# ---- block 1 ----
block_1/final_congestion.png
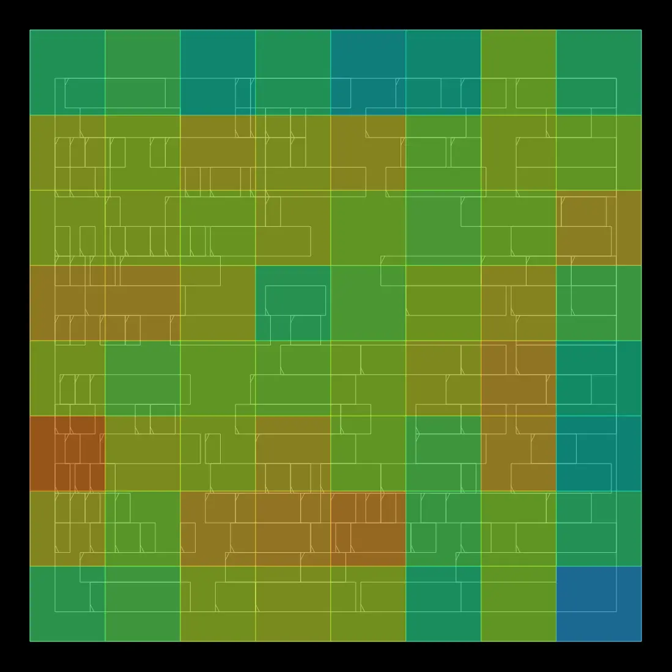

`src/rtl/sram_port_arbiter.sv`:
```
// Round-robin arbiter and access sequencer for a two-requester, single-port synchronous SRAM.
// Each transaction runs ACCESS -> CAPTURE -> ACK and then returns to IDLE.
module sram_port_arbiter #(
  parameter int unsigned ADDR_W = 4,
  parameter int unsigned DATA_W = 8
) (
  input  logic              clk,
  input  logic              rst_n,
  input  logic              req_a,
  input  logic              rw_bar_a,
  input  logic [ADDR_W-1:0] addr_a,
  input  logic [DATA_W-1:0] wdata_a,
  input  logic              req_b,
  input  logic              rw_bar_b,
  input  logic [ADDR_W-1:0] addr_b,
  input  logic [DATA_W-1:0] wdata_b,
  output logic              ack_a,
  output logic [DATA_W-1:0] rdata_a,
  output logic              ack_b,
  output logic [DATA_W-1:0] rdata_b,
  output logic              mem_cs,
  output logic              mem_rw_bar,
  output logic [ADDR_W-1:0] mem_addr,
  output logic [DATA_W-1:0] mem_wdata,
  input  logic [DATA_W-1:0] mem_rdata,
  output logic              busy
);

  typedef enum logic [1:0] {IDLE, ACCESS, CAPTURE, ACK} state_t;

  state_t              state, state_nxt;
  logic                last_b, last_b_nxt;
  logic                pick_b;
  logic                mem_cs_nxt, mem_rw_bar_nxt;
  logic [ADDR_W-1:0]   mem_addr_nxt;
  logic [DATA_W-1:0]   mem_wdata_nxt;
  logic                ack_a_nxt, ack_b_nxt, busy_nxt;
  logic [DATA_W-1:0]   rdata_a_nxt, rdata_b_nxt;

  // State and all registered outputs; last_b doubles as the current winner.
  always_ff @(posedge clk or negedge rst_n) begin
    if (!rst_n) begin
      state      <= IDLE;
      last_b     <= 1'b1;
      mem_cs     <= 1'b0;
      mem_rw_bar <= 1'b1;
      mem_addr   <= '0;
      mem_wdata  <= '0;
      ack_a      <= 1'b0;
      ack_b      <= 1'b0;
      rdata_a    <= '0;
      rdata_b    <= '0;
      busy       <= 1'b0;
    end else begin
      state      <= state_nxt;
      last_b     <= last_b_nxt;
      mem_cs     <= mem_cs_nxt;
      mem_rw_bar <= mem_rw_bar_nxt;
      mem_addr   <= mem_addr_nxt;
      mem_wdata  <= mem_wdata_nxt;
      ack_a      <= ack_a_nxt;
      ack_b      <= ack_b_nxt;
      rdata_a    <= rdata_a_nxt;
      rdata_b    <= rdata_b_nxt;
      busy       <= busy_nxt;
    end
  end

  // Next-state and next-output logic.
  always_comb begin
    state_nxt      = state;
    last_b_nxt     = last_b;
    pick_b         = 1'b0;
    mem_cs_nxt     = 1'b0;
    mem_rw_bar_nxt = mem_rw_bar;
    mem_addr_nxt   = mem_addr;
    mem_wdata_nxt  = mem_wdata;
    ack_a_nxt      = 1'b0;
    ack_b_nxt      = 1'b0;
    rdata_a_nxt    = rdata_a;
    rdata_b_nxt    = rdata_b;

    case (state)
      IDLE: begin
        if (req_a || req_b) begin
          // On a tie, B wins only if A was granted last.
          pick_b         = req_b && (!req_a || !last_b);
          last_b_nxt     = pick_b;
          mem_cs_nxt     = 1'b1;
          mem_rw_bar_nxt = pick_b ? rw_bar_b : rw_bar_a;
          mem_addr_nxt   = pick_b ? addr_b   : addr_a;
          mem_wdata_nxt  = pick_b ? wdata_b  : wdata_a;
          state_nxt      = ACCESS;
        end
      end
      ACCESS: begin
        state_nxt = CAPTURE;
      end
      CAPTURE: begin
        if (mem_rw_bar) begin
          if (last_b) rdata_b_nxt = mem_rdata;
          else        rdata_a_nxt = mem_rdata;
        end
        ack_a_nxt = !last_b;
        ack_b_nxt = last_b;
        state_nxt = ACK;
      end
      ACK: begin
        state_nxt = IDLE;
      end
      default: begin
        state_nxt = IDLE;
      end
    endcase

    busy_nxt = (state_nxt != IDLE);
  end

endmodule
```
`config.mk`:
```
export PLATFORM = sky130hd
export DESIGN_NAME = sram_port_arbiter
export DESIGN_NICKNAME = d
export VERILOG_FILES = /design/src/rtl/sram_port_arbiter.sv
export SDC_FILE = /design/constraint.sdc
export NUM_CORES = 1
export LEC_CHECK = 0
export CAP_MARGIN = 0
export CORE_MARGIN = 2
export CORE_UTILIZATION = 55
export DETAILED_ROUTE_END_ITERATION = 8
export DONT_BUFFER_PORTS = 1
export MAX_ROUTING_LAYER = met4
export PLACE_DENSITY = 0.7
export SETUP_SLACK_MARGIN = 0.5
export SLEW_MARGIN = 20
export SYNTH_ARGS = -nofsm -noshare
export SYNTH_HDL_FRONTEND = slang
export SYNTH_SLANG_ARGS = --single-unit
export TNS_END_PERCENT = 30
```
`constraint.sdc`:
```
create_clock -name clk -period 1.9 [get_ports clk]
set_input_delay 0.38 -clock clk [delete_from_list [all_inputs] [get_ports clk]]
set_output_delay 0.38 -clock clk [all_outputs]
set_load 0.05 [all_outputs]
```
# ---- block 2 ----
--- src/rtl/rom_bus_responder_pkg.sv ---
// Shared definitions for the 4001-style ROM bus responder: slot phases,
// opcode constants and the slot sequencing helper.
package rom_bus_responder_pkg;

  localparam int CHIP_ID_W = 4;

  localparam logic [3:0] OPR_SRC   = 4'h2;
  localparam logic [7:0] INSTR_WRR = 8'hE2;
  localparam logic [7:0] INSTR_RDR = 8'hEA;

  typedef enum logic [3:0] {
    PH_IDLE = 4'd0,
    PH_A1   = 4'd1,
    PH_A2   = 4'd2,
    PH_A3   = 4'd3,
    PH_M1   = 4'd4,
    PH_M2   = 4'd5,
    PH_X1   = 4'd6,
    PH_X2   = 4'd7,
    PH_X3   = 4'd8
  } phase_e;

  // The slot that follows p when sync stays low; IDLE absorbs everything after X3.
  function automatic phase_e next_phase(input phase_e p);
    case (p)
      PH_A1:   next_phase = PH_A2;
      PH_A2:   next_phase = PH_A3;
      PH_A3:   next_phase = PH_M1;
      PH_M1:   next_phase = PH_M2;
      PH_M2:   next_phase = PH_X1;
      PH_X1:   next_phase = PH_X2;
      PH_X2:   next_phase = PH_X3;
      default: next_phase = PH_IDLE;
    endcase
  endfunction

endpackage

--- src/rtl/rom_bus_responder_rom_array.sv ---
// 256x8 program store with a synchronous load port and a registered read
// that returns the pre-write contents when both hit the same address.
module rom_array (
  input  logic       clk,
  input  logic       rstN,
  input  logic       wr_en,
  input  logic [7:0] wr_addr,
  input  logic [7:0] wr_data,
  input  logic       rd_en,
  input  logic [7:0] rd_addr,
  output logic [7:0] rd_data
);

  logic [7:0] mem_q [256];
  logic [7:0] rd_data_q;
  logic [7:0] rd_data_d;

  // Hold the last read unless a new one is requested.
  always_comb begin
    rd_data_d = rd_data_q;
    if (rd_en) begin
      rd_data_d = mem_q[rd_addr];
    end else begin
      rd_data_d = rd_data_q;
    end
  end

  // Image contents survive reset.
  always_ff @(posedge clk) begin
    if (wr_en) begin
      mem_q[wr_addr] <= wr_data;
    end
  end

  // Read data register.
  always_ff @(posedge clk or negedge rstN) begin
    if (!rstN) begin
      rd_data_q <= 8'h00;
    end else begin
      rd_data_q <= rd_data_d;
    end
  end

  assign rd_data = rd_data_q;

endmodule

--- src/rtl/rom_bus_responder.sv ---
// 4001-style ROM bus responder: tracks the 8-slot instruction cycle, returns
// the addressed byte in M1/M2 and services SRC/WRR/RDR on its I/O port.
module rom_bus_responder
  import rom_bus_responder_pkg::*;
#(
  parameter logic [CHIP_ID_W-1:0] CHIP_ID = 4'h0
) (
  input  logic       clk,
  input  logic       rstN,
  input  logic       sync,
  input  logic       cmRomN,
  input  logic [3:0] busIn,
  output logic [3:0] busOut,
  output logic       busOe,
  input  logic       progWe,
  input  logic [7:0] progAddr,
  input  logic [7:0] progData,
  input  logic [3:0] ioIn,
  output logic [3:0] ioOut
);

  phase_e     phase_q, phase_d, slot_s;
  logic [3:0] addr_low_q, addr_low_d;
  logic [3:0] addr_mid_q, addr_mid_d;
  logic       selected_q, selected_d;
  logic [7:0] instr_q, instr_d;
  logic       io_sel_q, io_sel_d;
  logic [3:0] io_out_q, io_out_d;
  logic       rd_en_s;
  logic [7:0] data_s;
  logic       bus_oe_s;
  logic [3:0] bus_out_s;
  logic       is_src_s;

  rom_array u_rom (
    .clk     (clk),
    .rstN    (rstN),
    .wr_en   (progWe),
    .wr_addr (progAddr),
    .wr_data (progData),
    .rd_en   (rd_en_s),
    .rd_addr ({addr_mid_q, addr_low_q}),
    .rd_data (data_s)
  );

  // sync overrides whatever slot was expected, which aborts a partial cycle.
  always_comb begin
    slot_s     = sync ? PH_A1 : phase_q;
    phase_d    = next_phase(slot_s);
    addr_low_d = addr_low_q;
    addr_mid_d = addr_mid_q;
    selected_d = selected_q;
    instr_d    = instr_q;
    io_sel_d   = io_sel_q;
    io_out_d   = io_out_q;
    rd_en_s    = 1'b0;
    bus_oe_s   = 1'b0;
    bus_out_s  = 4'h0;
    is_src_s   = (instr_q[7:4] == OPR_SRC) && instr_q[0];
    case (slot_s)
      PH_A1: addr_low_d = busIn;
      PH_A2: addr_mid_d = busIn;
      PH_A3: begin
        selected_d = (busIn == CHIP_ID) && !cmRomN;
        rd_en_s    = 1'b1;
      end
      PH_M1: begin
        instr_d[7:4] = busIn;
        bus_oe_s     = selected_q;
        bus_out_s    = selected_q ? data_s[7:4] : 4'h0;
      end
      PH_M2: begin
        instr_d[3:0] = busIn;
        bus_oe_s     = selected_q;
        bus_out_s    = selected_q ? data_s[3:0] : 4'h0;
      end
      PH_X2: begin
        if (is_src_s && !cmRomN) begin
          io_sel_d = (busIn == CHIP_ID);
        end else if (io_sel_q && (instr_q == INSTR_WRR)) begin
          io_out_d = busIn;
        end else if (io_sel_q && (instr_q == INSTR_RDR)) begin
          bus_oe_s  = 1'b1;
          bus_out_s = ioIn;
        end else begin
          io_sel_d = io_sel_q;
        end
      end
      default: begin
        bus_oe_s = 1'b0;
      end
    endcase
  end

  // Slot, address, decode and I/O state.
  always_ff @(posedge clk or negedge rstN) begin
    if (!rstN) begin
      phase_q    <= PH_IDLE;
      addr_low_q <= 4'h0;
      addr_mid_q <= 4'h0;
      selected_q <= 1'b0;
      instr_q    <= 8'h00;
      io_sel_q   <= 1'b0;
      io_out_q   <= 4'h0;
    end else begin
      phase_q    <= phase_d;
      addr_low_q <= addr_low_d;
      addr_mid_q <= addr_mid_d;
      selected_q <= selected_d;
      instr_q    <= instr_d;
      io_sel_q   <= io_sel_d;
      io_out_q   <= io_out_d;
    end
  end

  assign busOe  = bus_oe_s;
  assign busOut = bus_out_s;
  assign ioOut  = io_out_q;

endmodule
--- config.mk ---
export PLATFORM = sky130hd
export DESIGN_NAME = rom_bus_responder
export DESIGN_NICKNAME = d
export VERILOG_FILES = /design/src/rtl/rom_bus_responder_pkg.sv /design/src/rtl/rom_bus_responder_rom_array.sv /design/src/rtl/rom_bus_responder.sv
export SDC_FILE = /design/constraint.sdc
export NUM_CORES = 2
export LEC_CHECK = 0
export ABC_AREA = 1
export CAP_MARGIN = 10
export CORE_MARGIN = 3
export CORE_UTILIZATION = 25
export DETAILED_ROUTE_END_ITERATION = 7
export PLACE_DENSITY_LB_ADDON = 0.15
export SLEW_MARGIN = 20
export SYNTH_ARGS = -nofsm -noshare
export SYNTH_HDL_FRONTEND = slang
export SYNTH_SLANG_ARGS = --single-unit
--- constraint.sdc ---
create_clock -name clk -period 1.9 [get_ports clk]
set_input_delay 0.38 -clock clk [delete_from_list [all_inputs] [get_ports clk]]
set_output_delay 0.38 -clock clk [all_outputs]
set_load 0.02 [all_outputs]

==> screenshots <==
Clock distribution.
(a)
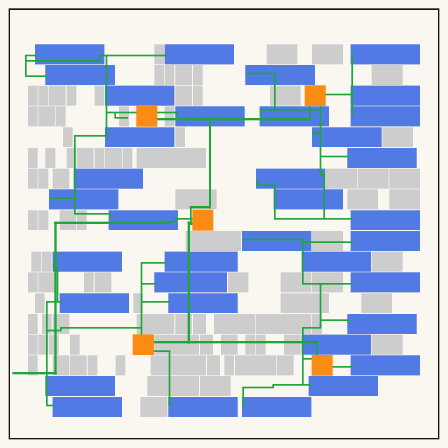
(b)
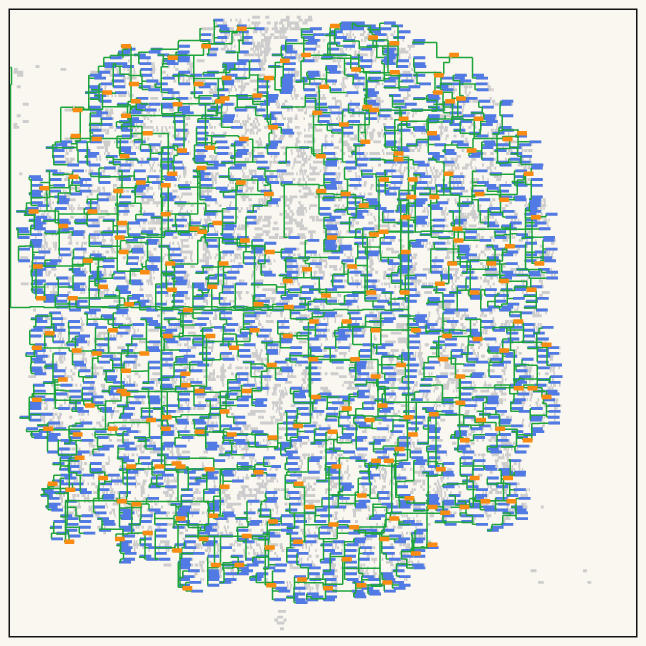
(b) is block 2.
(a) is block 1.

block_1/metal_stack.png
Two of the layers only.
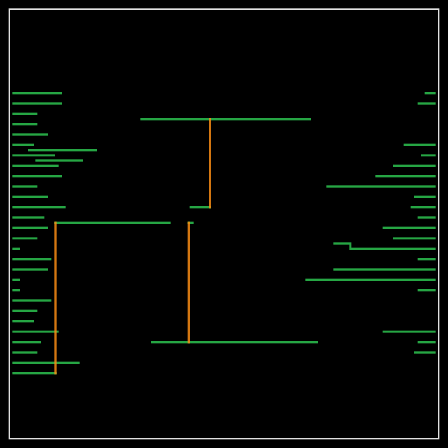
legend:
  orange:
    layer: met4
    wire_length: 46.9 µm
  green:
    layer: met3
    wire_length: 306 µm

Notes on block_1/final_congestion.png above:
global-route met2 utilization: 0.284
WL per Instance: 16.5 µm

==> results.txt, block 1 <==
Clk tree area frac = 0.0352
Largest regs = mem_wdata (8), rdata_a (8), rdata_b (8)
# rows = 18
Sum Neg Setup Slack = 0 ps
Reg2reg end = rdata_a[1]
Area leader, netlist = dfrtp_1
Run status = completed
FMAX = 701 MHz
Synth mux share = 0.121
DR vias = 951
Largest net degree at the start of global routing = 37
Setup slack, reg-to-reg = 530 ps
Layout Cells excl Fill = 165
Register area share after synthesis = 0.605
Min-delay worst type = input port to flop
Clock Skew = 2.81 ps
Flop count = 36
Total GRT Usage = 0.182
Met3 Use GR = 0.0837
Most frequent logic cells in the routed design = dfrtp_1 (34), nand2_1 (26), mux2_2 (16)
Fill cells = 188
Num CTS Buffers = 5
Synth async-reset ratio = 1.00
Layout area overhead = 11.8%
Hold Path Sink = last_b
Nets = 174
Placed cells = 153
Final setup margin = 473 ps
Clock buf count = 8
Worst slew pin tran = 499 ps
Post-cts gate resize count = 2
Clk latency late pin = 330 ps
Post-Synth Simple-Gate Area = 0.137
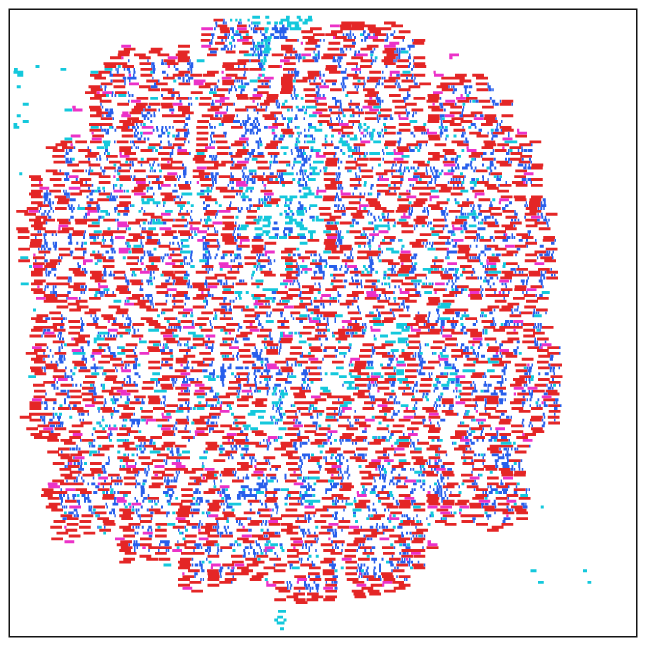
block_2/cell_classes.png
legend:
  magenta:
    class: clock drivers and dummy loads
    cells: 426
    share_of_their_area: 7.4%
  cyan:
    class: other buffers and delay cells
    cells: 995
    share_of_their_area: 11%
  red:
    class: flops
    cells: 2082
    share_of_their_area: 61%
  blue:
    class: all other logic
    cells: 4572
    share_of_their_area: 21%

==> results.txt, block 2 <==
Run status = finished, violations left
Failing checks = setup timing
Commonest flop = edfxtp_1
Post-Synth Simple-Gate Area = 0.230
ANT cells = 4
Crit path cell chain = inv_12 -> buf_12 -> buf_12 -> buf_4 -> nand3_1 -> nand3_1 -> nand3_1 -> nand3_1 -> nand3_2 -> nand3_4 -> nand3_1 -> nand3_2 -> nand2_1
Largest net degree at the start of global routing = 73
CP Depth = 13
Sum Neg Setup Slack = -8190 ps
Clk tree area frac = 0.0700
Cell family with most CP delay = simple AND/OR/NAND/NOR gates
Pre-antenna DRT Iters = 6
Final Hold Slack = 150 ps
Final setup margin = -711 ps
DRT antenna net count = 0
Final tally of setup violations = 13
Post-cts gate resize count = 357
RSZ-0062 raised after global routing = true
Initial antenna violation count = 7


==> gallery <==
Pin map.
Pins as bars across the die edge, other pins in gray.
panel A
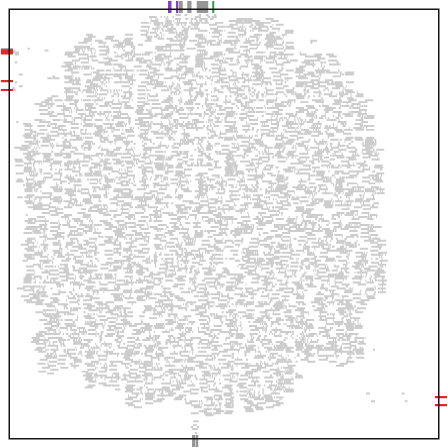
panel B
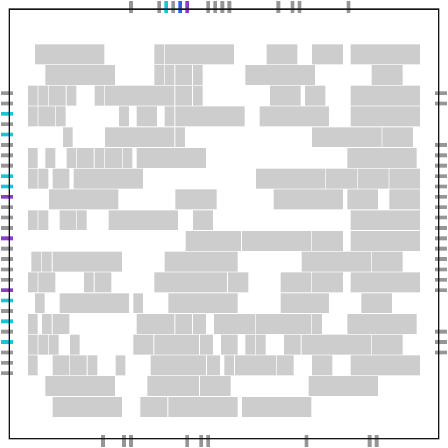
- most pins: panel B
Panel B is block 1.
Panel A is block 2.

Key to panel A:
legend:
  purple:
    port: ioOut
    pins: 4
    direction: output
    edge: top
  red:
    port: progData
    pins: 8
    direction: input
    edge: 6 left, 2 right
  green:
    port: rstN
    pins: 1
    direction: input
    edge: top
all pins by edge: 25 top, 7 left, 4 bottom, 2 right

